######## score_tracker ########
score_tracker, signal wires on met2:
Cells faint in the background.
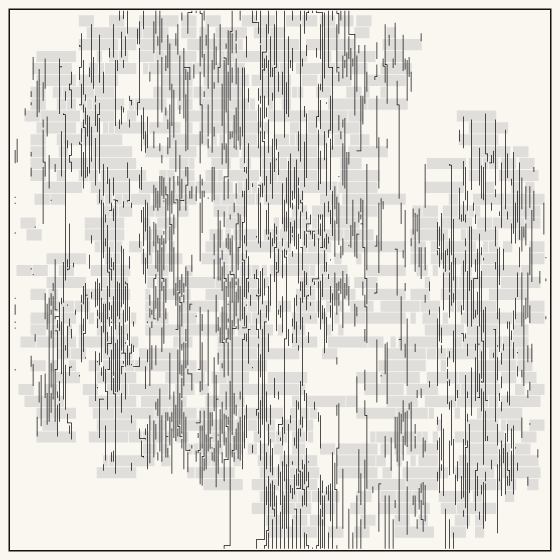

--- config.mk ---
export PLATFORM = sky130hd
export DESIGN_NAME = score_tracker
export DESIGN_NICKNAME = d
export VERILOG_FILES = /design/src/rtl/rhythm_pkg.sv /design/src/rtl/edge_popcount.sv /design/src/rtl/score_tracker.sv
export SDC_FILE = /design/constraint.sdc
export NUM_CORES = 1
export LEC_CHECK = 0
export CAP_MARGIN = 25
export CORE_UTILIZATION = 45
export DETAILED_ROUTE_END_ITERATION = 10
export HOLD_SLACK_MARGIN = 0.03
export PLACE_DENSITY = 0.73
export SLEW_MARGIN = 20
export SYNTH_ARGS = -nofsm -noshare
export SYNTH_HDL_FRONTEND = slang
export SYNTH_SLANG_ARGS = --single-unit
--- constraint.sdc ---
create_clock -name frame_clk -period 22.6 [get_ports frame_clk]
set_clock_uncertainty 0.15 [all_clocks]
set_input_delay 3.39 -clock frame_clk [delete_from_list [all_inputs] [get_ports frame_clk]]
set_output_delay 3.39 -clock frame_clk [all_outputs]
set_load 0.03 [all_outputs]
--- src/rtl/rhythm_pkg.sv ---
// Shared types and constants for the rhythm-game score path.
package rhythm_pkg;
  typedef enum logic [1:0] {IDLE, PLAY, DONE} score_state_t;

  localparam logic [7:0] KEY_START = 8'h2c;
  localparam logic [7:0] KEY_RESET = 8'h01;
  localparam int COMBO_BONUS_THRESH = 10;
  localparam int COMBO_MAX          = 255;

  function automatic logic key_hit(input logic [7:0] a, input logic [7:0] b,
                                   input logic [7:0] k);
    return (a == k) || (b == k);
  endfunction
endpackage

--- src/rtl/edge_popcount.sv ---
// Registers a level vector and counts bits that rose since the last frame.
module edge_popcount #(
  parameter int N = 32,
  localparam int CW = $clog2(N + 1)
) (
  input  logic          frame_clk,
  input  logic          Reset,
  input  logic [N-1:0]  vec,
  output logic [CW-1:0] cnt
);
  logic [N-1:0] prev;
  logic [N-1:0] rise;

  always_ff @(posedge frame_clk or negedge Reset)
    if (!Reset) prev <= '0;
    else        prev <= vec;

  assign rise = vec & ~prev;

  always_comb begin
    cnt = '0;
    for (int i = 0; i < N; i++) cnt = cnt + CW'(rise[i]);
  end
endmodule

--- src/rtl/score_tracker.sv ---
// Score / combo / game-timer tracker fed by the arrow droppers.
// Optional COMBO_BONUS_EN: hits score double while the combo is at or above threshold.
module score_tracker
  import rhythm_pkg::*;
#(
  parameter int NUM_DROPS   = 32,
  parameter int SCORE_W     = 16,
  parameter int HIT_POINTS  = 1,
  parameter int GAME_FRAMES = 4096
) (
  input  logic                 frame_clk,
  input  logic                 Reset,
  input  logic [7:0]           keycode,
  input  logic [7:0]           keycode_second,
  input  logic [NUM_DROPS-1:0] score_vec,
  input  logic [NUM_DROPS-1:0] miss_vec,
  output logic [SCORE_W-1:0]   score,
  output logic [7:0]           combo,
  output logic [7:0]           max_combo,
  output logic                 hit_pulse,
  output logic                 game_over,
  output logic                 playing
);
  localparam int CW = $clog2(NUM_DROPS + 1);
  localparam int FW = (GAME_FRAMES > 2) ? $clog2(GAME_FRAMES) : 1;
  localparam int AW = SCORE_W + 7;

  score_state_t  state;
  logic [FW-1:0] frame_cnt;
  logic [CW-1:0] nh, nm;
  logic          start_key, rst_key;
  logic [AW-1:0] pts, sum;
  logic [SCORE_W-1:0] score_nxt;
  logic [8:0]    combo_sum;
  logic [7:0]    combo_nxt, max_nxt;

  edge_popcount #(.N(NUM_DROPS)) u_hit  (.frame_clk(frame_clk), .Reset(Reset), .vec(score_vec), .cnt(nh));
  edge_popcount #(.N(NUM_DROPS)) u_miss (.frame_clk(frame_clk), .Reset(Reset), .vec(miss_vec),  .cnt(nm));

  assign start_key = key_hit(keycode, keycode_second, KEY_START);
  assign rst_key   = key_hit(keycode, keycode_second, KEY_RESET);

  always_comb begin
`ifdef COMBO_BONUS_EN
    pts = (combo >= 8'(COMBO_BONUS_THRESH)) ? AW'(2 * HIT_POINTS) : AW'(HIT_POINTS);
`else
    pts = AW'(HIT_POINTS);
`endif
    sum       = AW'(score) + AW'(nh) * pts;
    score_nxt = (sum > AW'({SCORE_W{1'b1}})) ? '1 : sum[SCORE_W-1:0];
    combo_sum = 9'(combo) + 9'(nh);
    // a miss in the frame wipes the combo even if hits landed alongside it
    if (nm != '0)                      combo_nxt = '0;
    else if (combo_sum > 9'(COMBO_MAX)) combo_nxt = 8'(COMBO_MAX);
    else                               combo_nxt = combo_sum[7:0];
    max_nxt = (combo_nxt > max_combo) ? combo_nxt : max_combo;
  end

  always_ff @(posedge frame_clk or negedge Reset) begin
    if (!Reset) begin
      state     <= IDLE;
      score     <= '0;
      combo     <= '0;
      max_combo <= '0;
      hit_pulse <= 1'b0;
      game_over <= 1'b0;
      playing   <= 1'b0;
      frame_cnt <= '0;
    end else begin
      hit_pulse <= 1'b0;
      case (state)
        IDLE: if (start_key && !rst_key) begin
          state     <= PLAY;
          playing   <= 1'b1;
          score     <= '0;
          combo     <= '0;
          max_combo <= '0;
          frame_cnt <= '0;
        end
        PLAY: if (rst_key) begin
          state   <= IDLE;
          playing <= 1'b0;
        end else begin
          score     <= score_nxt;
          combo     <= combo_nxt;
          max_combo <= max_nxt;
          hit_pulse <= (nh != '0);
          frame_cnt <= frame_cnt + 1'b1;
          if (frame_cnt == FW'(GAME_FRAMES - 1)) begin
            state     <= DONE;
            playing   <= 1'b0;
            game_over <= 1'b1;
          end
        end
        DONE: if (rst_key) begin
          state     <= IDLE;
          game_over <= 1'b0;
        end
        default: state <= IDLE;
      endcase
    end
  end
endmodule
######## demux_stream_router_1x4_flat ########
--- src/rtl/demux_stream_router_1x4_if.sv ---
// Stream bundle between one producer, the 1x4 router and four consumers.
// The slave modport is the router's view; master is the producer/consumer side.
interface demux_stream_router_1x4_if #(
    parameter int WIDTH = 8,
    parameter int CNT_W = 8
);
    logic                 in_valid;
    logic                 in_ready;
    logic [WIDTH-1:0]     in_data;
    logic [1:0]           in_sel;
    logic                 auto_mode;
    logic                 cnt_clr;
    logic [3:0]           y_valid;
    logic [3:0]           y_ready;
    logic [4*WIDTH-1:0]   y_data;
    logic [1:0]           rr_ptr;
    logic [4*CNT_W-1:0]   beat_cnt;

    modport slave (
        input  in_valid, in_data, in_sel, auto_mode, cnt_clr, y_ready,
        output in_ready, y_valid, y_data, rr_ptr, beat_cnt
    );

    modport master (
        output in_valid, in_data, in_sel, auto_mode, cnt_clr, y_ready,
        input  in_ready, y_valid, y_data, rr_ptr, beat_cnt
    );
endinterface

--- src/rtl/demux_stream_router_1x4.sv ---
// Routes one valid/ready stream to four registered output channels, chosen by
// an explicit select or a round-robin pointer, with per-channel beat counters.
module demux_stream_router_1x4 #(
    parameter int WIDTH = 8,
    parameter int CNT_W = 8
) (
    input  logic                      clk,
    input  logic                      rst_n,
    demux_stream_router_1x4_if.slave  bus
);

    logic [3:0]       ch_valid;
    logic [WIDTH-1:0] ch_data [4];
    logic [CNT_W-1:0] cnt     [4];
    logic [1:0]       rr_ptr_q;

    logic [1:0]       dest;
    logic             in_ready;
    logic             accept;

    // in_ready deliberately has no path from in_valid, so a producer may
    // wait for ready before raising valid without a combinational loop.
    always_comb begin
        dest     = bus.auto_mode ? rr_ptr_q : bus.in_sel;
        in_ready = !ch_valid[dest] | bus.y_ready[dest];
        accept   = bus.in_valid & in_ready;
    end

    // NOTE: every register below uses <= so all channels, the pointer and the
    // counters update from the same pre-edge values; the payload registers are
    // reset too because y_data must read 0 out of reset.
    always_ff @(posedge clk or negedge rst_n) begin
        if (!rst_n) begin
            ch_valid <= '0;
            for (int i = 0; i < 4; i++) ch_data[i] <= '0;
        end else begin
            for (int i = 0; i < 4; i++) begin
                if (accept && dest == 2'(i)) begin
                    ch_valid[i] <= 1'b1;
                    ch_data[i]  <= bus.in_data;
                end else if (ch_valid[i] && bus.y_ready[i]) begin
                    ch_valid[i] <= 1'b0;
                end
            end
        end
    end

    always_ff @(posedge clk or negedge rst_n) begin
        if (!rst_n) begin
            rr_ptr_q <= '0;
        end else if (accept && bus.auto_mode) begin
            rr_ptr_q <= rr_ptr_q + 2'd1;
        end
    end

    // Clear wins over a same-cycle increment; the beat itself is still routed.
    always_ff @(posedge clk or negedge rst_n) begin
        if (!rst_n) begin
            for (int i = 0; i < 4; i++) cnt[i] <= '0;
        end else if (bus.cnt_clr) begin
            for (int i = 0; i < 4; i++) cnt[i] <= '0;
        end else if (accept) begin
            cnt[dest] <= cnt[dest] + CNT_W'(1);
        end
    end

    always_comb begin
        bus.in_ready = in_ready;
        bus.y_valid  = ch_valid;
        bus.rr_ptr   = rr_ptr_q;
        bus.y_data   = '0;
        bus.beat_cnt = '0;
        for (int i = 0; i < 4; i++) begin
            bus.y_data[i*WIDTH +: WIDTH]   = ch_data[i];
            bus.beat_cnt[i*CNT_W +: CNT_W] = cnt[i];
        end
    end

endmodule
--- src/flat_wrapper.sv ---
// flat-port wrapper written by rule: the top's interface ports become plain ports
module demux_stream_router_1x4_flat 
#(
    parameter int WIDTH = 8,
    parameter int CNT_W = 8
)
  (clk, rst_n, bus_in_valid, bus_in_data, bus_in_sel, bus_auto_mode, bus_cnt_clr, bus_y_ready, bus_in_ready, bus_y_valid, bus_y_data, bus_rr_ptr, bus_beat_cnt);
  demux_stream_router_1x4_if #(.WIDTH(WIDTH), .CNT_W(CNT_W)) bus_i ();
  input  logic clk;
  input  logic rst_n;
  input wire logic [$bits(bus_i.in_valid)-1:0] bus_in_valid;
  input wire logic [$bits(bus_i.in_data)-1:0] bus_in_data;
  input wire logic [$bits(bus_i.in_sel)-1:0] bus_in_sel;
  input wire logic [$bits(bus_i.auto_mode)-1:0] bus_auto_mode;
  input wire logic [$bits(bus_i.cnt_clr)-1:0] bus_cnt_clr;
  input wire logic [$bits(bus_i.y_ready)-1:0] bus_y_ready;
  output wire logic [$bits(bus_i.in_ready)-1:0] bus_in_ready;
  output wire logic [$bits(bus_i.y_valid)-1:0] bus_y_valid;
  output wire logic [$bits(bus_i.y_data)-1:0] bus_y_data;
  output wire logic [$bits(bus_i.rr_ptr)-1:0] bus_rr_ptr;
  output wire logic [$bits(bus_i.beat_cnt)-1:0] bus_beat_cnt;
  assign bus_i.in_valid = bus_in_valid;
  assign bus_i.in_data = bus_in_data;
  assign bus_i.in_sel = bus_in_sel;
  assign bus_i.auto_mode = bus_auto_mode;
  assign bus_i.cnt_clr = bus_cnt_clr;
  assign bus_i.y_ready = bus_y_ready;
  assign bus_in_ready = bus_i.in_ready;
  assign bus_y_valid = bus_i.y_valid;
  assign bus_y_data = bus_i.y_data;
  assign bus_rr_ptr = bus_i.rr_ptr;
  assign bus_beat_cnt = bus_i.beat_cnt;
  demux_stream_router_1x4 #(.WIDTH(WIDTH), .CNT_W(CNT_W)) u_core (.clk(clk), .rst_n(rst_n), .bus(bus_i));
endmodule
--- config.mk ---
export PLATFORM = sky130hd
export DESIGN_NAME = demux_stream_router_1x4_flat
export DESIGN_NICKNAME = d
export VERILOG_FILES = /design/src/rtl/demux_stream_router_1x4_if.sv /design/src/rtl/demux_stream_router_1x4.sv /design/src/flat_wrapper.sv
export SDC_FILE = /design/constraint.sdc
export NUM_CORES = 1
export LEC_CHECK = 0
export CAP_MARGIN = 40
export CORE_AREA = 2 2 90 92
export DETAILED_ROUTE_END_ITERATION = 10
export DIE_AREA = 0 0 92 94
export GPL_TIMING_DRIVEN = 1
export PLACE_DENSITY = 0.76
export SYNTH_ARGS = -nofsm -noshare
export SYNTH_HDL_FRONTEND = slang
export SYNTH_SLANG_ARGS = --single-unit
--- constraint.sdc ---
create_clock -name clk -period 2.5 [get_ports clk]
set_clock_uncertainty 0.2 [all_clocks]
set_input_delay 0.75 -clock clk [delete_from_list [all_inputs] [get_ports clk]]
set_output_delay 0.75 -clock clk [all_outputs]
set_load 0.02 [all_outputs]
######## radiation_monitor_readout_ctrl ########
<file path="src/rtl/rad_mon_pkg.sv">
// Shared types and constants for the radiation-monitor readout controller.
package rad_mon_pkg;

  typedef enum logic [1:0] {IDLE, CAPTURE, SEND} rad_mon_ctrl_state_t;

  localparam int C_OVERRUN_WIDTH = 8;

  function automatic int idx_width(input int n);
    return (n <= 1) ? 1 : $clog2(n);
  endfunction

endpackage

</file>
<file path="src/rtl/rad_mon_period_timer.sv">
// Free-running snapshot period timer; pulses expire_o when the count reaches period-1.
module rad_mon_period_timer #(
  parameter int G_PERIOD_WIDTH = 16
)(
  input  logic                      clk_i,
  input  logic                      rst_n_i,
  input  logic                      enable_i,
  input  logic [G_PERIOD_WIDTH-1:0] period_i,
  input  logic                      clear_i,
  output logic                      expire_o
);

  logic [G_PERIOD_WIDTH-1:0] timer_q;
  logic                      run;

  // Compare against the live period so a reprogrammed period applies at the next compare.
  assign run      = enable_i && (period_i != '0);
  assign expire_o = run && (timer_q == period_i - G_PERIOD_WIDTH'(1));

  always_ff @(posedge clk_i or negedge rst_n_i) begin
    if (!rst_n_i)     timer_q <= '0;
    else if (clear_i) timer_q <= '0;
    else if (run)     timer_q <= timer_q + G_PERIOD_WIDTH'(1);
  end

endmodule

</file>
<file path="src/rtl/radiation_monitor_readout_ctrl.sv">
// Atomic snapshot of channel mismatch counters with clear, streamed out one channel per word.
module radiation_monitor_readout_ctrl
  import rad_mon_pkg::*;
#(
  parameter  int G_NUM_CHANNELS  = 8,
  parameter  int G_COUNTER_WIDTH = 8,
  parameter  int G_PERIOD_WIDTH  = 16,
  localparam int G_IDX_WIDTH     = idx_width(G_NUM_CHANNELS)
)(
  input  logic                                      clk_i,
  input  logic                                      rst_n_i,
  input  logic                                      enable_i,
  input  logic [G_PERIOD_WIDTH-1:0]                 period_i,
  input  logic                                      snapshot_req_i,
  input  logic [G_NUM_CHANNELS*G_COUNTER_WIDTH-1:0] counters_i,
  output logic                                      clear_o,
  output logic                                      data_valid_o,
  input  logic                                      data_ready_i,
  output logic [G_IDX_WIDTH+G_COUNTER_WIDTH-1:0]    data_o,
  output logic                                      data_last_o,
  output logic                                      busy_o,
  output logic [C_OVERRUN_WIDTH-1:0]                overrun_cnt_o
);

  localparam logic [G_IDX_WIDTH-1:0] LAST_IDX = G_IDX_WIDTH'(G_NUM_CHANNELS - 1);

  rad_mon_ctrl_state_t          state_q, state_d;
  logic [G_IDX_WIDTH-1:0]       idx_q;
  logic [G_COUNTER_WIDTH-1:0]   shadow_q [G_NUM_CHANNELS];
  logic [C_OVERRUN_WIDTH-1:0]   overrun_q;
  logic                         expire, trigger, is_idle, is_send, is_last, take;

  assign is_idle = (state_q == IDLE);
  assign is_send = (state_q == SEND);
  assign is_last = is_send && (idx_q == LAST_IDX);
  assign trigger = snapshot_req_i || expire;
  assign take    = is_idle && trigger;

  // Timer only runs in IDLE, so an expiry can never be dropped as an overrun.
  rad_mon_period_timer #(.G_PERIOD_WIDTH(G_PERIOD_WIDTH)) u_timer (
    .clk_i    (clk_i),
    .rst_n_i  (rst_n_i),
    .enable_i (enable_i && is_idle),
    .period_i (period_i),
    .clear_i  (take),
    .expire_o (expire)
  );

  always_ff @(posedge clk_i or negedge rst_n_i) begin
    if (!rst_n_i) state_q <= IDLE;
    else          state_q <= state_d;
  end

  always_comb begin
    state_d = state_q;
    unique case (state_q)
      IDLE:    if (trigger) state_d = CAPTURE;
      CAPTURE: state_d = SEND;
      SEND:    if (data_ready_i && is_last) state_d = IDLE;
      default: state_d = IDLE;
    endcase
  end

  always_ff @(posedge clk_i or negedge rst_n_i) begin
    if (!rst_n_i) begin
      idx_q <= '0;
      for (int k = 0; k < G_NUM_CHANNELS; k++) shadow_q[k] <= '0;
    end else if (state_q == CAPTURE) begin
      idx_q <= '0;
      for (int k = 0; k < G_NUM_CHANNELS; k++)
        shadow_q[k] <= counters_i[k*G_COUNTER_WIDTH +: G_COUNTER_WIDTH];
    end else if (is_send && data_ready_i) begin
      idx_q <= is_last ? '0 : idx_q + G_IDX_WIDTH'(1);
    end
  end

  always_ff @(posedge clk_i or negedge rst_n_i) begin
    if (!rst_n_i)
      overrun_q <= '0;
    else if (!is_idle && snapshot_req_i && (overrun_q != '1))
      overrun_q <= overrun_q + C_OVERRUN_WIDTH'(1);
  end

  assign clear_o       = (state_q == CAPTURE);
  assign busy_o        = !is_idle;
  assign data_valid_o  = is_send;
  assign data_last_o   = is_last;
  assign data_o        = is_send ? {idx_q, shadow_q[idx_q]} : '0;
  assign overrun_cnt_o = overrun_q;

endmodule

</file>
<file path="config.mk">
export PLATFORM = sky130hd
export DESIGN_NAME = radiation_monitor_readout_ctrl
export DESIGN_NICKNAME = d
export VERILOG_FILES = /design/src/rtl/rad_mon_pkg.sv /design/src/rtl/rad_mon_period_timer.sv /design/src/rtl/radiation_monitor_readout_ctrl.sv
export SDC_FILE = /design/constraint.sdc
export NUM_CORES = 1
export LEC_CHECK = 0
export CAP_MARGIN = 10
export CORE_MARGIN = 8
export CORE_UTILIZATION = 51
export DETAILED_ROUTE_END_ITERATION = 16
export PLACE_DENSITY = 0.84
export SKIP_LAST_GASP = 1
export SLEW_MARGIN = 20
export SYNTH_ARGS = -nofsm -noshare
export SYNTH_HDL_FRONTEND = slang
export SYNTH_SLANG_ARGS = --single-unit
</file>
<file path="constraint.sdc">
create_clock -name clk_i -period 3 [get_ports clk_i]
set_input_delay 0.45 -clock clk_i [delete_from_list [all_inputs] [get_ports clk_i]]
set_output_delay 0.45 -clock clk_i [all_outputs]
set_load 0.005 [all_outputs]
</file>
######## dmem_arbiter_flat ########
**src/rtl/dmem_if.sv**
```systemverilog
// Request/response bundle between one data-memory requester and the arbiter.
// The master drives the request fields and the arbiter (slave) drives the grant and response.
interface dmem_if #(
    parameter int ADDR_WIDTH = 32,
    parameter int DATA_WIDTH = 32
);
    logic                  req;
    logic                  we;
    logic [2:0]            funct3;
    logic [ADDR_WIDTH-1:0] addr;
    logic [DATA_WIDTH-1:0] wdata;
    logic                  gnt;
    logic                  rvalid;
    logic [DATA_WIDTH-1:0] rdata;
    logic                  err;

    modport master (
        output req, we, funct3, addr, wdata,
        input  gnt, rvalid, rdata, err
    );

    modport slave (
        input  req, we, funct3, addr, wdata,
        output gnt, rvalid, rdata, err
    );
endinterface

```
**src/rtl/dmem_arbiter.sv**
```systemverilog
// Two-master arbiter for the single-port data memory: one registered access every three cycles,
// with illegal accesses rejected before they reach memory and master 1 protected from starvation.
//
// state  | meaning
// IDLE   | waiting for a request; the winner is granted combinationally
// ACCESS | registered request drives the memory; the read data is captured at the edge
// RESP   | one-cycle rvalid pulse to the master that was granted
module dmem_arbiter #(
    parameter int ADDR_WIDTH = 32,
    parameter int DATA_WIDTH = 32,
    parameter int MEM_SIZE   = 64,
    parameter int MAX_WAIT   = 4
) (
    input  logic                  clk,
    input  logic                  rst_n,
    dmem_if.slave                 m0,
    dmem_if.slave                 m1,
    output logic                  mem_wr_en,
    output logic [2:0]            mem_funct3,
    output logic [ADDR_WIDTH-1:0] mem_addr,
    output logic [DATA_WIDTH-1:0] mem_wdata,
    input  logic [DATA_WIDTH-1:0] mem_rdata,
    output logic                  busy
);
    localparam int WW = (MAX_WAIT < 1) ? 1 : $clog2(MAX_WAIT + 1);
    localparam logic [WW-1:0]         WAIT_LIMIT = WW'(MAX_WAIT);
    localparam logic [ADDR_WIDTH:0]   MEM_BYTES  = (ADDR_WIDTH + 1)'(MEM_SIZE * 4);

    typedef enum logic [1:0] {
        IDLE   = 2'd0,
        ACCESS = 2'd1,
        RESP   = 2'd2
    } state_t;

    state_t state, state_nxt;

    logic                  reg_we;
    logic [2:0]            reg_funct3;
    logic [ADDR_WIDTH-1:0] reg_addr;
    logic [DATA_WIDTH-1:0] reg_wdata;
    logic                  reg_id;
    logic                  reg_err;
    logic [WW-1:0]         wait_cnt;

    logic [DATA_WIDTH-1:0] m0_rdata_q, m1_rdata_q;
    logic                  m0_err_q, m1_err_q;

    logic                  any_req;
    logic                  win1;
    logic                  sel_we;
    logic [2:0]            sel_funct3;
    logic [ADDR_WIDTH-1:0] sel_addr;
    logic [DATA_WIDTH-1:0] sel_wdata;
    logic                  sel_err;
    logic [DATA_WIDTH-1:0] rdata_cap;

    logic gnt0, gnt1, rvalid0, rvalid1, wr_en, busy_c;

    function automatic logic access_err(input logic we, input logic [2:0] f3,
                                        input logic [ADDR_WIDTH-1:0] addr);
        logic e;
        e = 1'b0;
        case (f3)
            3'b000, 3'b001, 3'b010: e = 1'b0;
            3'b100, 3'b101:         e = we;
            default:                e = 1'b1;
        endcase
        if ((f3 == 3'b001 || f3 == 3'b101) && addr[0])
            e = 1'b1;
        if (f3 == 3'b010 && addr[1:0] != 2'b00)
            e = 1'b1;
        if ({1'b0, addr} >= MEM_BYTES)
            e = 1'b1;
        return e;
    endfunction

    // m0 has fixed priority until master 1 has lost MAX_WAIT arbitrations in a row
    assign any_req = m0.req | m1.req;
    assign win1    = m1.req & (~m0.req | (wait_cnt == WAIT_LIMIT));

    assign sel_we     = win1 ? m1.we     : m0.we;
    assign sel_funct3 = win1 ? m1.funct3 : m0.funct3;
    assign sel_addr   = win1 ? m1.addr   : m0.addr;
    assign sel_wdata  = win1 ? m1.wdata  : m0.wdata;
    assign sel_err    = access_err(sel_we, sel_funct3, sel_addr);

    assign rdata_cap  = (reg_we | reg_err) ? '0 : mem_rdata;

    always_ff @(posedge clk or negedge rst_n) begin
        if (!rst_n)
            state <= IDLE;
        else
            state <= state_nxt;
    end

    always_comb begin
        state_nxt = state;
        case (state)
            IDLE:    if (any_req) state_nxt = ACCESS;
            ACCESS:  state_nxt = RESP;
            RESP:    state_nxt = IDLE;
            default: state_nxt = IDLE;
        endcase
    end

    // rst_n gates the grants directly because the state register is already IDLE during reset
    always_comb begin
        gnt0    = 1'b0;
        gnt1    = 1'b0;
        rvalid0 = 1'b0;
        rvalid1 = 1'b0;
        wr_en   = 1'b0;
        busy_c  = 1'b1;
        case (state)
            IDLE: begin
                busy_c = 1'b0;
                gnt0   = rst_n & m0.req & ~win1;
                gnt1   = rst_n & win1;
            end
            ACCESS: wr_en = reg_we & ~reg_err;
            RESP: begin
                rvalid0 = ~reg_id;
                rvalid1 = reg_id;
            end
            default: busy_c = 1'b1;
        endcase
    end

    always_ff @(posedge clk or negedge rst_n) begin
        if (!rst_n) begin
            reg_we     <= 1'b0;
            reg_funct3 <= 3'b000;
            reg_addr   <= '0;
            reg_wdata  <= '0;
            reg_id     <= 1'b0;
            reg_err    <= 1'b0;
            wait_cnt   <= '0;
            m0_rdata_q <= '0;
            m1_rdata_q <= '0;
            m0_err_q   <= 1'b0;
            m1_err_q   <= 1'b0;
        end else begin
            if (state == IDLE && any_req) begin
                reg_we     <= sel_we;
                reg_funct3 <= sel_funct3;
                reg_addr   <= sel_addr;
                reg_wdata  <= sel_wdata;
                reg_id     <= win1;
                reg_err    <= sel_err;
                if (win1)
                    wait_cnt <= '0;
                else if (m1.req && wait_cnt != WAIT_LIMIT)
                    wait_cnt <= wait_cnt + 1'b1;
            end
            if (state == ACCESS) begin
                if (reg_id) begin
                    m1_rdata_q <= rdata_cap;
                    m1_err_q   <= reg_err;
                end else begin
                    m0_rdata_q <= rdata_cap;
                    m0_err_q   <= reg_err;
                end
            end
        end
    end

    assign m0.gnt    = gnt0;
    assign m1.gnt    = gnt1;
    assign m0.rvalid = rvalid0;
    assign m1.rvalid = rvalid1;
    assign m0.rdata  = m0_rdata_q;
    assign m1.rdata  = m1_rdata_q;
    assign m0.err    = m0_err_q;
    assign m1.err    = m1_err_q;

    assign mem_wr_en  = wr_en;
    assign mem_funct3 = reg_funct3;
    assign mem_addr   = reg_addr;
    assign mem_wdata  = reg_wdata;
    assign busy       = busy_c;
endmodule
```
**src/flat_wrapper.sv**
```systemverilog
// flat-port wrapper written by rule: the top's interface ports become plain ports
module dmem_arbiter_flat 
#(
    parameter int ADDR_WIDTH = 32,
    parameter int DATA_WIDTH = 32,
    parameter int MEM_SIZE   = 64,
    parameter int MAX_WAIT   = 4
)
  (clk, rst_n, mem_wr_en, mem_funct3, mem_addr, mem_wdata, mem_rdata, busy, m0_req, m0_we, m0_funct3, m0_addr, m0_wdata, m0_gnt, m0_rvalid, m0_rdata, m0_err, m1_req, m1_we, m1_funct3, m1_addr, m1_wdata, m1_gnt, m1_rvalid, m1_rdata, m1_err);
  dmem_if #(.ADDR_WIDTH(ADDR_WIDTH), .DATA_WIDTH(DATA_WIDTH)) m0_i ();
  dmem_if #(.ADDR_WIDTH(ADDR_WIDTH), .DATA_WIDTH(DATA_WIDTH)) m1_i ();
  input  logic clk;
  input  logic rst_n;
  output logic mem_wr_en;
  output logic [2:0] mem_funct3;
  output logic [ADDR_WIDTH-1:0] mem_addr;
  output logic [DATA_WIDTH-1:0] mem_wdata;
  input  logic [DATA_WIDTH-1:0] mem_rdata;
  output logic busy;
  input wire logic [$bits(m0_i.req)-1:0] m0_req;
  input wire logic [$bits(m0_i.we)-1:0] m0_we;
  input wire logic [$bits(m0_i.funct3)-1:0] m0_funct3;
  input wire logic [$bits(m0_i.addr)-1:0] m0_addr;
  input wire logic [$bits(m0_i.wdata)-1:0] m0_wdata;
  output wire logic [$bits(m0_i.gnt)-1:0] m0_gnt;
  output wire logic [$bits(m0_i.rvalid)-1:0] m0_rvalid;
  output wire logic [$bits(m0_i.rdata)-1:0] m0_rdata;
  output wire logic [$bits(m0_i.err)-1:0] m0_err;
  input wire logic [$bits(m1_i.req)-1:0] m1_req;
  input wire logic [$bits(m1_i.we)-1:0] m1_we;
  input wire logic [$bits(m1_i.funct3)-1:0] m1_funct3;
  input wire logic [$bits(m1_i.addr)-1:0] m1_addr;
  input wire logic [$bits(m1_i.wdata)-1:0] m1_wdata;
  output wire logic [$bits(m1_i.gnt)-1:0] m1_gnt;
  output wire logic [$bits(m1_i.rvalid)-1:0] m1_rvalid;
  output wire logic [$bits(m1_i.rdata)-1:0] m1_rdata;
  output wire logic [$bits(m1_i.err)-1:0] m1_err;
  assign m0_i.req = m0_req;
  assign m0_i.we = m0_we;
  assign m0_i.funct3 = m0_funct3;
  assign m0_i.addr = m0_addr;
  assign m0_i.wdata = m0_wdata;
  assign m0_gnt = m0_i.gnt;
  assign m0_rvalid = m0_i.rvalid;
  assign m0_rdata = m0_i.rdata;
  assign m0_err = m0_i.err;
  assign m1_i.req = m1_req;
  assign m1_i.we = m1_we;
  assign m1_i.funct3 = m1_funct3;
  assign m1_i.addr = m1_addr;
  assign m1_i.wdata = m1_wdata;
  assign m1_gnt = m1_i.gnt;
  assign m1_rvalid = m1_i.rvalid;
  assign m1_rdata = m1_i.rdata;
  assign m1_err = m1_i.err;
  dmem_arbiter #(.ADDR_WIDTH(ADDR_WIDTH), .DATA_WIDTH(DATA_WIDTH), .MEM_SIZE(MEM_SIZE), .MAX_WAIT(MAX_WAIT)) u_core (.clk(clk), .rst_n(rst_n), .m0(m0_i), .m1(m1_i), .mem_wr_en(mem_wr_en), .mem_funct3(mem_funct3), .mem_addr(mem_addr), .mem_wdata(mem_wdata), .mem_rdata(mem_rdata), .busy(busy));
endmodule
```
**config.mk**
```make
export PLATFORM = sky130hd
export DESIGN_NAME = dmem_arbiter_flat
export DESIGN_NICKNAME = d
export VERILOG_FILES = /design/src/rtl/dmem_if.sv /design/src/rtl/dmem_arbiter.sv /design/src/flat_wrapper.sv
export SDC_FILE = /design/constraint.sdc
export NUM_CORES = 1
export LEC_CHECK = 0
export CORE_AREA = 2 2 120 122
export CTS_BUF_LIST = sky130_fd_sc_hd__clkbuf_4 sky130_fd_sc_hd__clkbuf_8
export CTS_CLUSTER_SIZE = 28
export DETAILED_ROUTE_END_ITERATION = 6
export DIE_AREA = 0 0 122 124
export PLACE_DENSITY = 0.88
export SETUP_SLACK_MARGIN = 0.05
export SKIP_CTS_REPAIR_TIMING = 1
export SYNTH_ARGS = -nofsm -noshare
export SYNTH_HDL_FRONTEND = slang
export SYNTH_SLANG_ARGS = --single-unit
```
**constraint.sdc**
```tcl
create_clock -name clk -period 3.1 [get_ports clk]
set_clock_uncertainty 0.2 [all_clocks]
set_input_delay 0.465 -clock clk [delete_from_list [all_inputs] [get_ports clk]]
set_output_delay 0.465 -clock clk [all_outputs]
set_load 0.005 [all_outputs]
```

==> gallery <==
M3 wires.
Scale bar: 20 um.
Plate I
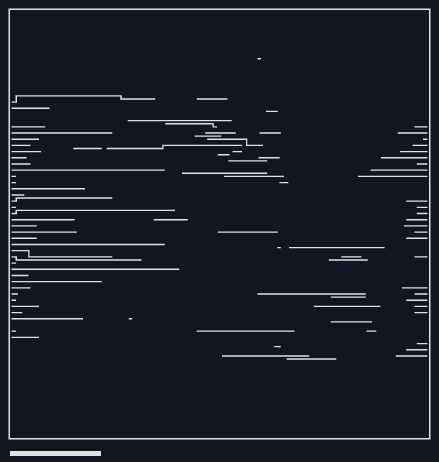
Plate II
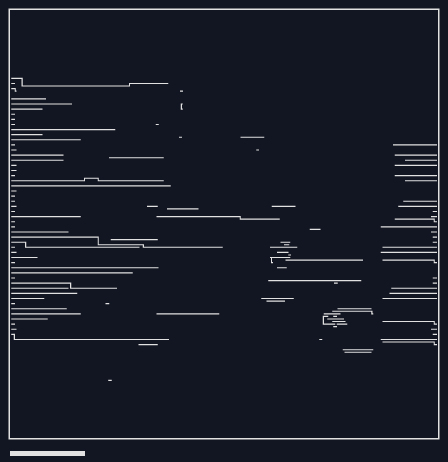
Plate III
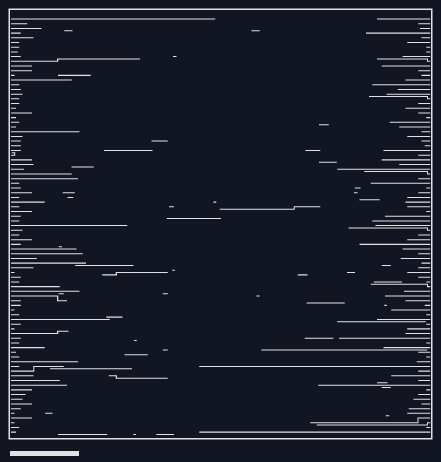
Plate IV
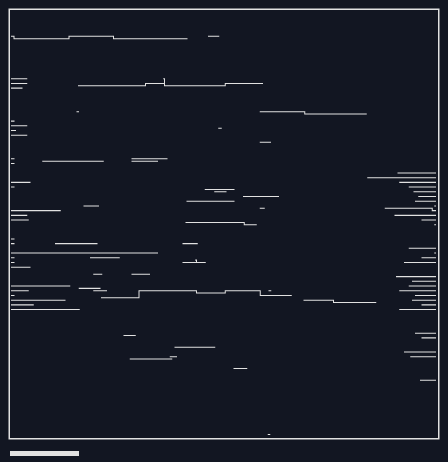
- Plate II = radiation_monitor_readout_ctrl
- Plate IV = score_tracker
- Plate I = demux_stream_router_1x4_flat
- Plate III = dmem_arbiter_flat

score_tracker, nets reached from selected ports:
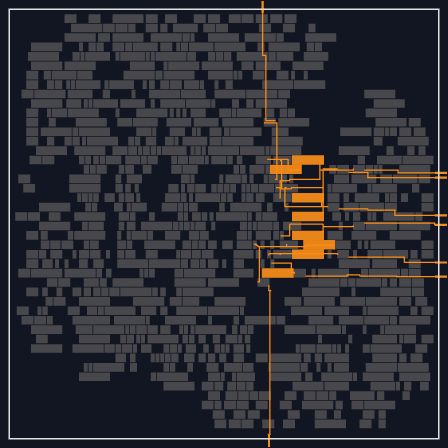
max_combo -> orange  # direction output, edge 6 right, 1 top, 1 bottom, end cells 8, buffers 8, wire 463 um
Ports: 117
number of input and output port buffers inserted: 116

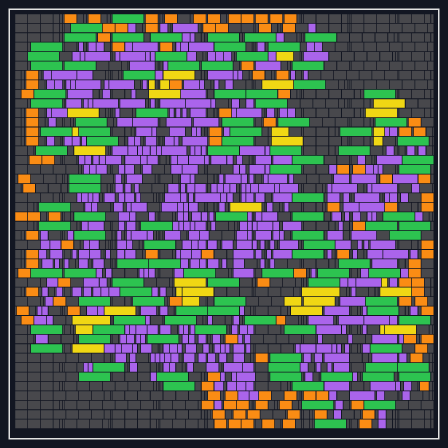
score_tracker: placed cells, one colour a class
Fill, decap, tap and diode cells in grey.
remaining buffers and delay cells -> orange  # cells 117, share of their area 14%
clock drivers and dummy loads -> yellow  # cells 32, share of their area 7.2%
remaining logic cells -> purple  # cells 487, share of their area 45%
registers -> green  # cells 113, share of their area 34%
placement row count: 44
cell area after layout: 0.00860 mm^2
core region area: 0.0145 mm^2

Notes on 'signal wires on met2' of score_tracker above:
longest straight run = 49.8 um
share of all routed wire = 51%
nets with wire on the layer = 808
met2 Use GR: 35.3%
Post-Route WL: 14,500 um
routed via count: 4,828

==> deck_impl_summary.md, score_tracker <==
Synthesis and Place & Route Summary

Clock tree
  • Post-CTS sizing: 0
  • CTS buffer count: 17
  • Htree depth: 4

Timing
  • Worst slew margin: 48.0%
  • Actual slew at the worst max-slew pin: 780 ps
  • RSZ-0062 raised after global routing: no
  • Min Clock Period, post-route: 11,620 ps

Finish
  • Sequential cell area share: 32.9%
  • Clock buffer cells: 23
  • FF+latch area: 0.00283 mm^2
  • Multi-input gates: 400

Setup path
  • Worst Setup Path Type: input pin to flop
  • CP max FO: 8
  • Worst Setup End Kind: flop
  • CP dominant cell by count: fa_1
  • Worst r2r dst: max_combo[2]

Pwr
  • Sequential cell power: 248 uW
  • Sw frac: 42.9%
  • Gate power share: 59.8%
  • NetSw: 550 uW

Logic synthesis
  • Number of nets at floorplan: 777
  • Avg Inst Size Synth: 10.9 um^2
  • Synth Seq Share: 42.5%
  • Most instantiated cells after synthesis: 113 x dfrtp_1, 85 x inv_1, 50 x fa_1
  • Cells after Synth: 608
  • Yosys chip area: 0.00665 mm^2

Place
  • Dpl cell area: 0.00800 mm^2

Detailed routing
  • Met2 Routed Length: 7300 um
  • DR WL/cell: 15.5 um

Global route
  • Initial antenna violation count: 0
  • Vias in the first global route: 5,214

Run status
  • Run status: complete, no violations

Die
  • Tapcells: 184

Hold path
  • Hold Crit Class: flop to flop
-- score_tracker: cells by family (layout without fill, tap and decap cells) --
family | count (synthesis) | after routing | share of synthesized area [%]
AND-OR/OR-AND | 103 | 103 | 10.1
XOR/XNOR | 17 | 17 | 2.24
adder cells (fa/ha/maj) | 87 | 87 | 22.0
buffers and inverters | 95 | 236 | 5.53
flip-flops | 113 | 113 | 42.5
multiplexers | 7 | 7 | 1.58
AND/OR/NAND/NOR | 186 | 186 | 16.0
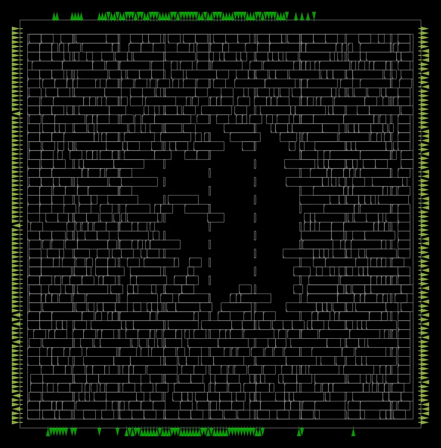
dmem_arbiter_flat: placed standard cells
placement row count: 43
flop count: 141

==> deck_impl_summary.md, dmem_arbiter_flat <==
Synthesis and Place & Route Summary

Pwr
  • NetSw: 2310 uW
  • Comb. pwr: 2810 uW
  • P_clk: 1740 uW

Die
  • Die Span Y: 124 um
  • Ports: 311
  • Die area: 0.0151 mm^2

Detailed routing
  • Met2 Routed Length: 9960 um
  • Top Layer Used: met4

Clock tree
  • Htree depth: 4

Finish
  • Sequential cell area share: 35.7%
  • Dominant logic cell type in the layout: clkdlybuf4s50_1
  • Top class by area: flip-flops and latches
  • Proportion of layout cells with a drive suffix above 1: 6.15%

Logic synthesis
  • Aoi share: 12.2%
  • Simple share: 14.9%

Setup path
  • Worst r2r dst: u_core.reg_err
  • CP arrival: 2120 ps
  • Reg2reg path depth: 8
  • Worst Setup Path Type: flop to primary output
  • Worst setup path start: u_core.wait_cnt[1]

Place
  • Placed insts: 1,075
  • Dpl ws: 384 ps

Global route
  • GR Layer Usage met3: 9.16%

Run status
  • Run status: complete, no violations
-- dmem_arbiter_flat: per-stage QoR --
step / hold slack, ps / area, um^2 / total power (uW)
floorplan: -30.6 / 6130 / 3810
global placement: 263 / 9420 / 5430
finish: 1.29 / 9900 / 7230
global route: 49.1 / 9900 / 7650
detailed placement: 270 / 9420 / 5520
CTS: 15.1 / 9900 / 7290
-- dmem_arbiter_flat: critical path, cell delays in order, from the launching register on --
cell and delay [ps]:
dfrtp_1 390, inv_1 60, ha_1 200, a21bo_2 260, nand2_4 90, and4_1 190, clkdlybuf4s50_1 490
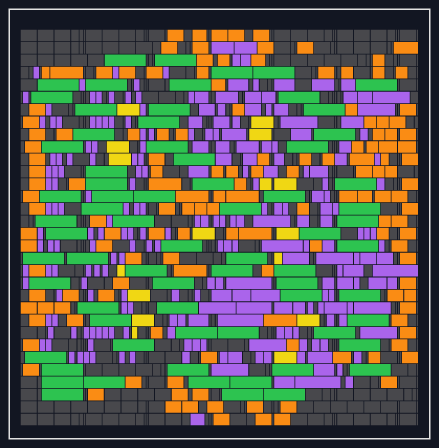
demux_stream_router_1x4_flat: placed cells, one colour a class
Fill, decap, tap and diode cells in grey.
remaining buffers and delay cells -> orange  # cells 143, share of their area 28%
clock drivers and dummy loads -> yellow  # cells 16, share of their area 3.7%
registers -> green  # cells 70, share of their area 35%
remaining logic cells -> purple  # cells 240, share of their area 33%
core region area: 0.00761 mm^2
placement row count: 32

==> deck_impl_summary.md, demux_stream_router_1x4_flat <==
Synthesis and Place & Route Summary

Run status
  • Run status: finished with violations
  • Failing checks: negative setup slack

Global route
  • Grt peak-use layer: met2
  • First-pass GRT wire length: 15,900 um
  • Total global-route track usage: 23.6%
  • Largest net degree at the start of global routing: 71

Timing
  • Min Hold Slack: 198 ps
  • Final setup viols: 16
  • Final WS setup: -103 ps
  • Actual slew at the worst max-slew pin: 509 ps
  • Min Clock Period, post-route: 2600 ps
  • Final Slew Violations: 0

Logic synthesis
  • Yosys chip area: 0.00332 mm^2
  • Most instantiated cells after synthesis: 122 x nand2_1, 70 x dfrtp_1, 16 x a21oi_1
  • Top cell area share: 52.8%
  • Leading area contributor after synthesis: dfrtp_1
  • Top area cell types: dfrtp_1 53%, nand2_1 14%, mux2i_1 3.9%
  • Netlist cell types: 37
  • Leading cell type by number of instances after synthesis: nand2_1
  • Number of nets at floorplan: 351
  • Avg Inst Size Synth: 10.0 um^2
  • Synth Seq Share: 52.8%

Detailed routing
  • DRC: 0
  • Met2 Routed Length: 4640 um
  • Drt pass-1 iters: 4
  • Initial DRC count: 184
  • Final ANT Viol Nets: 0

Pwr
  • Pwr/cell area: 998 mW/mm^2
  • Total Power: 5100 uW
  • NetSw: 1950 uW
  • Static leakage: 0.00235 uW
  • Gate power share: 49.4%
  • Comb. pwr: 2520 uW

Die
  • Ports: 90
  • Die X: 92 um

Finish
  • Top cells excl fill/tap: 120 x nand2_1, 80 x clkdlybuf4s50_1, 70 x dfrtp_1
  • Multi-input gates: 239
  • Dominant logic cell type in the layout: nand2_1
  • Ant diodes: 0
  • Top class by area: flip-flops and latches
  • Inverters: 1
  • Clock buffer cells: 13
  • Proportion of layout cells with a drive suffix above 1: 24.7%
  • FF+latch area: 0.00175 mm^2
  • Signal buffers: 143
  • Finished Layout Cells: 571

Place
  • Dpl ws: -1000 ps
  • GPL Wtd Cong: 0.848
  • Number of input and output port buffers inserted: 89

Clock tree
  • Root buffer cell: clkbuf_8
  • Htree depth: 3
  • CTS max path bufs: 2
  • Post-CTS sizing: 42

Setup path
  • Critical Path RT: 1550 ps
  • Worst Setup End Kind: primary output
  • Slowest-stage cell, CP: mux2i_2
  • CP arrival: 1650 ps
  • Largest stage delay, worst path: 300 ps

Run
  • Tool warning count: 29
## demux_stream_router_1x4_flat: cells by family after synthesis
| kind of cell | after synthesis | share of synthesized area (%) |
|---|---|---|
| AOI/OAI and AO/OA | 46 | 8.82 |
| xor gates and xnor gates | 7 | 2.53 |
| adders and majority gates | 1 | 0.377 |
| buffers and inverters | 22 | 3.43 |
| DFF | 70 | 52.8 |
| muxes | 24 | 10.6 |
| and+or+nand+nor | 161 | 21.5 |
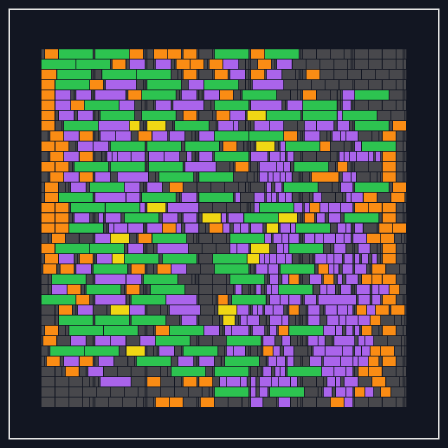
radiation_monitor_readout_ctrl: placed cells, one colour a class
Fill, decap, tap and diode cells in grey.
registers -> green  # cells 93, share of their area 37%
remaining logic cells -> purple  # cells 292, share of their area 40%
remaining buffers and delay cells -> orange  # cells 130, share of their area 20%
clock drivers and dummy loads -> yellow  # cells 16, share of their area 3.1%
core region area: 0.00924 mm^2
end-of-flow core utilization: 69.5%

==> deck_impl_summary.md, radiation_monitor_readout_ctrl <==
Synthesis and Place & Route Summary

Timing
  • Worst slew margin: 44.1%
  • Final Skew: 7.68 ps
  • Fin crit share: 93.1%
  • Final Slew Violations: 0

Pwr
  • Clock Power Share: 16.0%
  • Static leakage: 0.00261 uW
  • Sequential cell power: 2140 uW
  • Comb. pwr: 2080 uW
  • Pwr/cell area: 783 mW/mm^2

Place
  • Dpl ws: -152 ps

Logic synthesis
  • Yosys adder share: 1.54%
  • Mux share: 24.5%
  • Synth Cell Area: 0.00487 mm^2

Setup path
  • Critical Path Start Type: input pin
  • Worst setup path start: period_i[2]
  • Crit path depth: 8
  • CP max FO: 9

Detailed routing
  • Initial DRC count: 237
  • DR WL met3: 1110 um
  • Met2 Routed Length: 5690 um
  • Final ANT Viol Nets: 0
  • Drt pass-1 iters: 4
  • Post-Route WL: 12,100 um

Finish
  • Ant diodes: 0
  • Synth-to-layout area growth: 32.0%

Die
  • Die X: 114 um

Clock tree
  • Post-CTS sizing: 0
  • CTS tree: done

Run status
  • Run status: complete, no violations

Global route
  • Met2 Use GR: 31.2%
  • Initial antenna violation count: 0
-- radiation_monitor_readout_ctrl: registers in the layout, summed over array words and instances (netlist names) --
name and count:
overrun_cnt_o 8, shadow_q 64, state_q 2, u_timer.timer_q 16, idx_q 3
-- radiation_monitor_readout_ctrl: layout make-up --
cell class	instances	share of cell area, %
Clock inverter	5	0.662
Sequential cell	93	36.2
Multi-Input combinational cell	283	38.1
Clock buffer	11	2.36
Tap cell	129	2.51
Timing Repair Buffer	130	19.6
Inverter	9	0.526


## Gallery

Nets reached from selected ports.
image #1
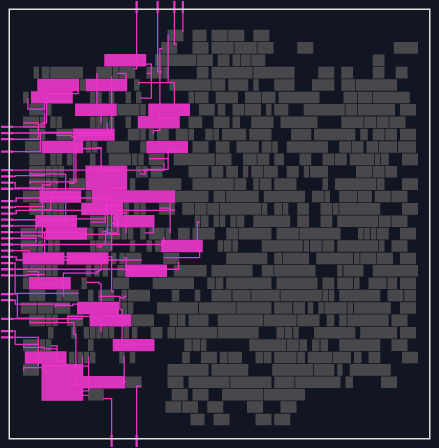
image #2
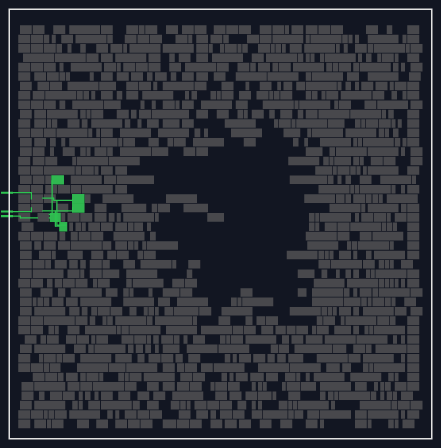
image #3
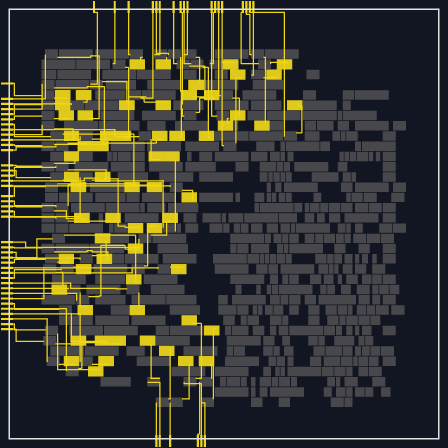
| from | picture |
|---|---|
| demux_stream_router_1x4_flat | image #1 |
| radiation_monitor_readout_ctrl | image #3 |
| dmem_arbiter_flat | image #2 |
Of these, fewest cells: image #1


==> screenshots <==
Signal wires on met2.
Cells faint in the background.
(a)
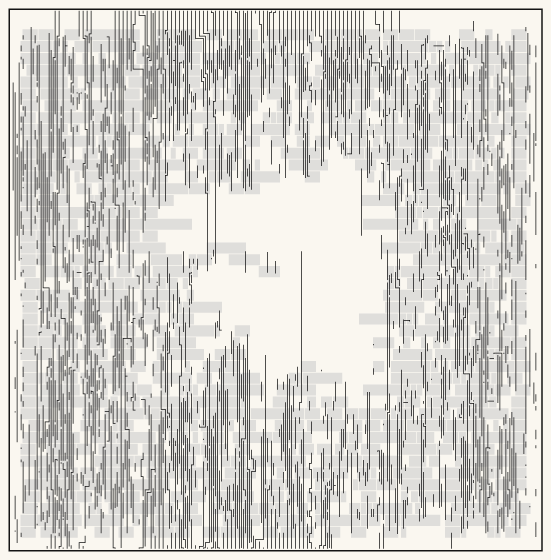
(b)
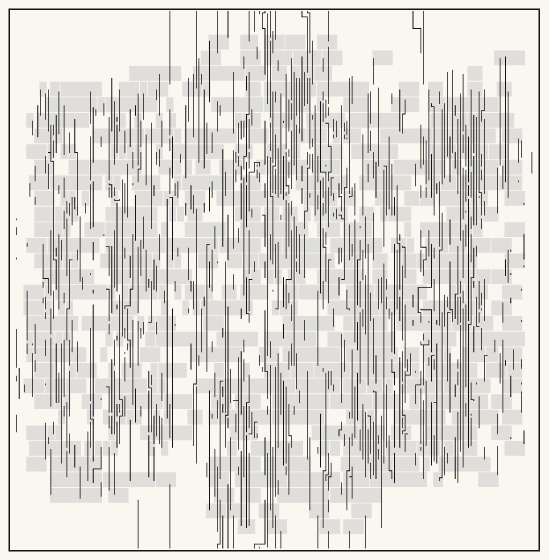
(c)
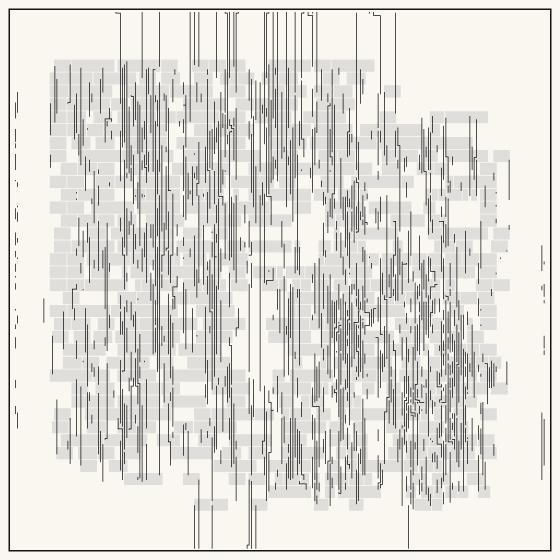
| from | picture |
|---|---|
| demux_stream_router_1x4_flat | (b) |
| radiation_monitor_readout_ctrl | (c) |
| dmem_arbiter_flat | (a) |

Key to (a):
longest straight run = 57.1 um
share of all routed wire = 51%
nets with wire on the layer = 946
main direction = vertical
wire length on this layer = 9,960 um

Power and IR drop assume default switching activity.
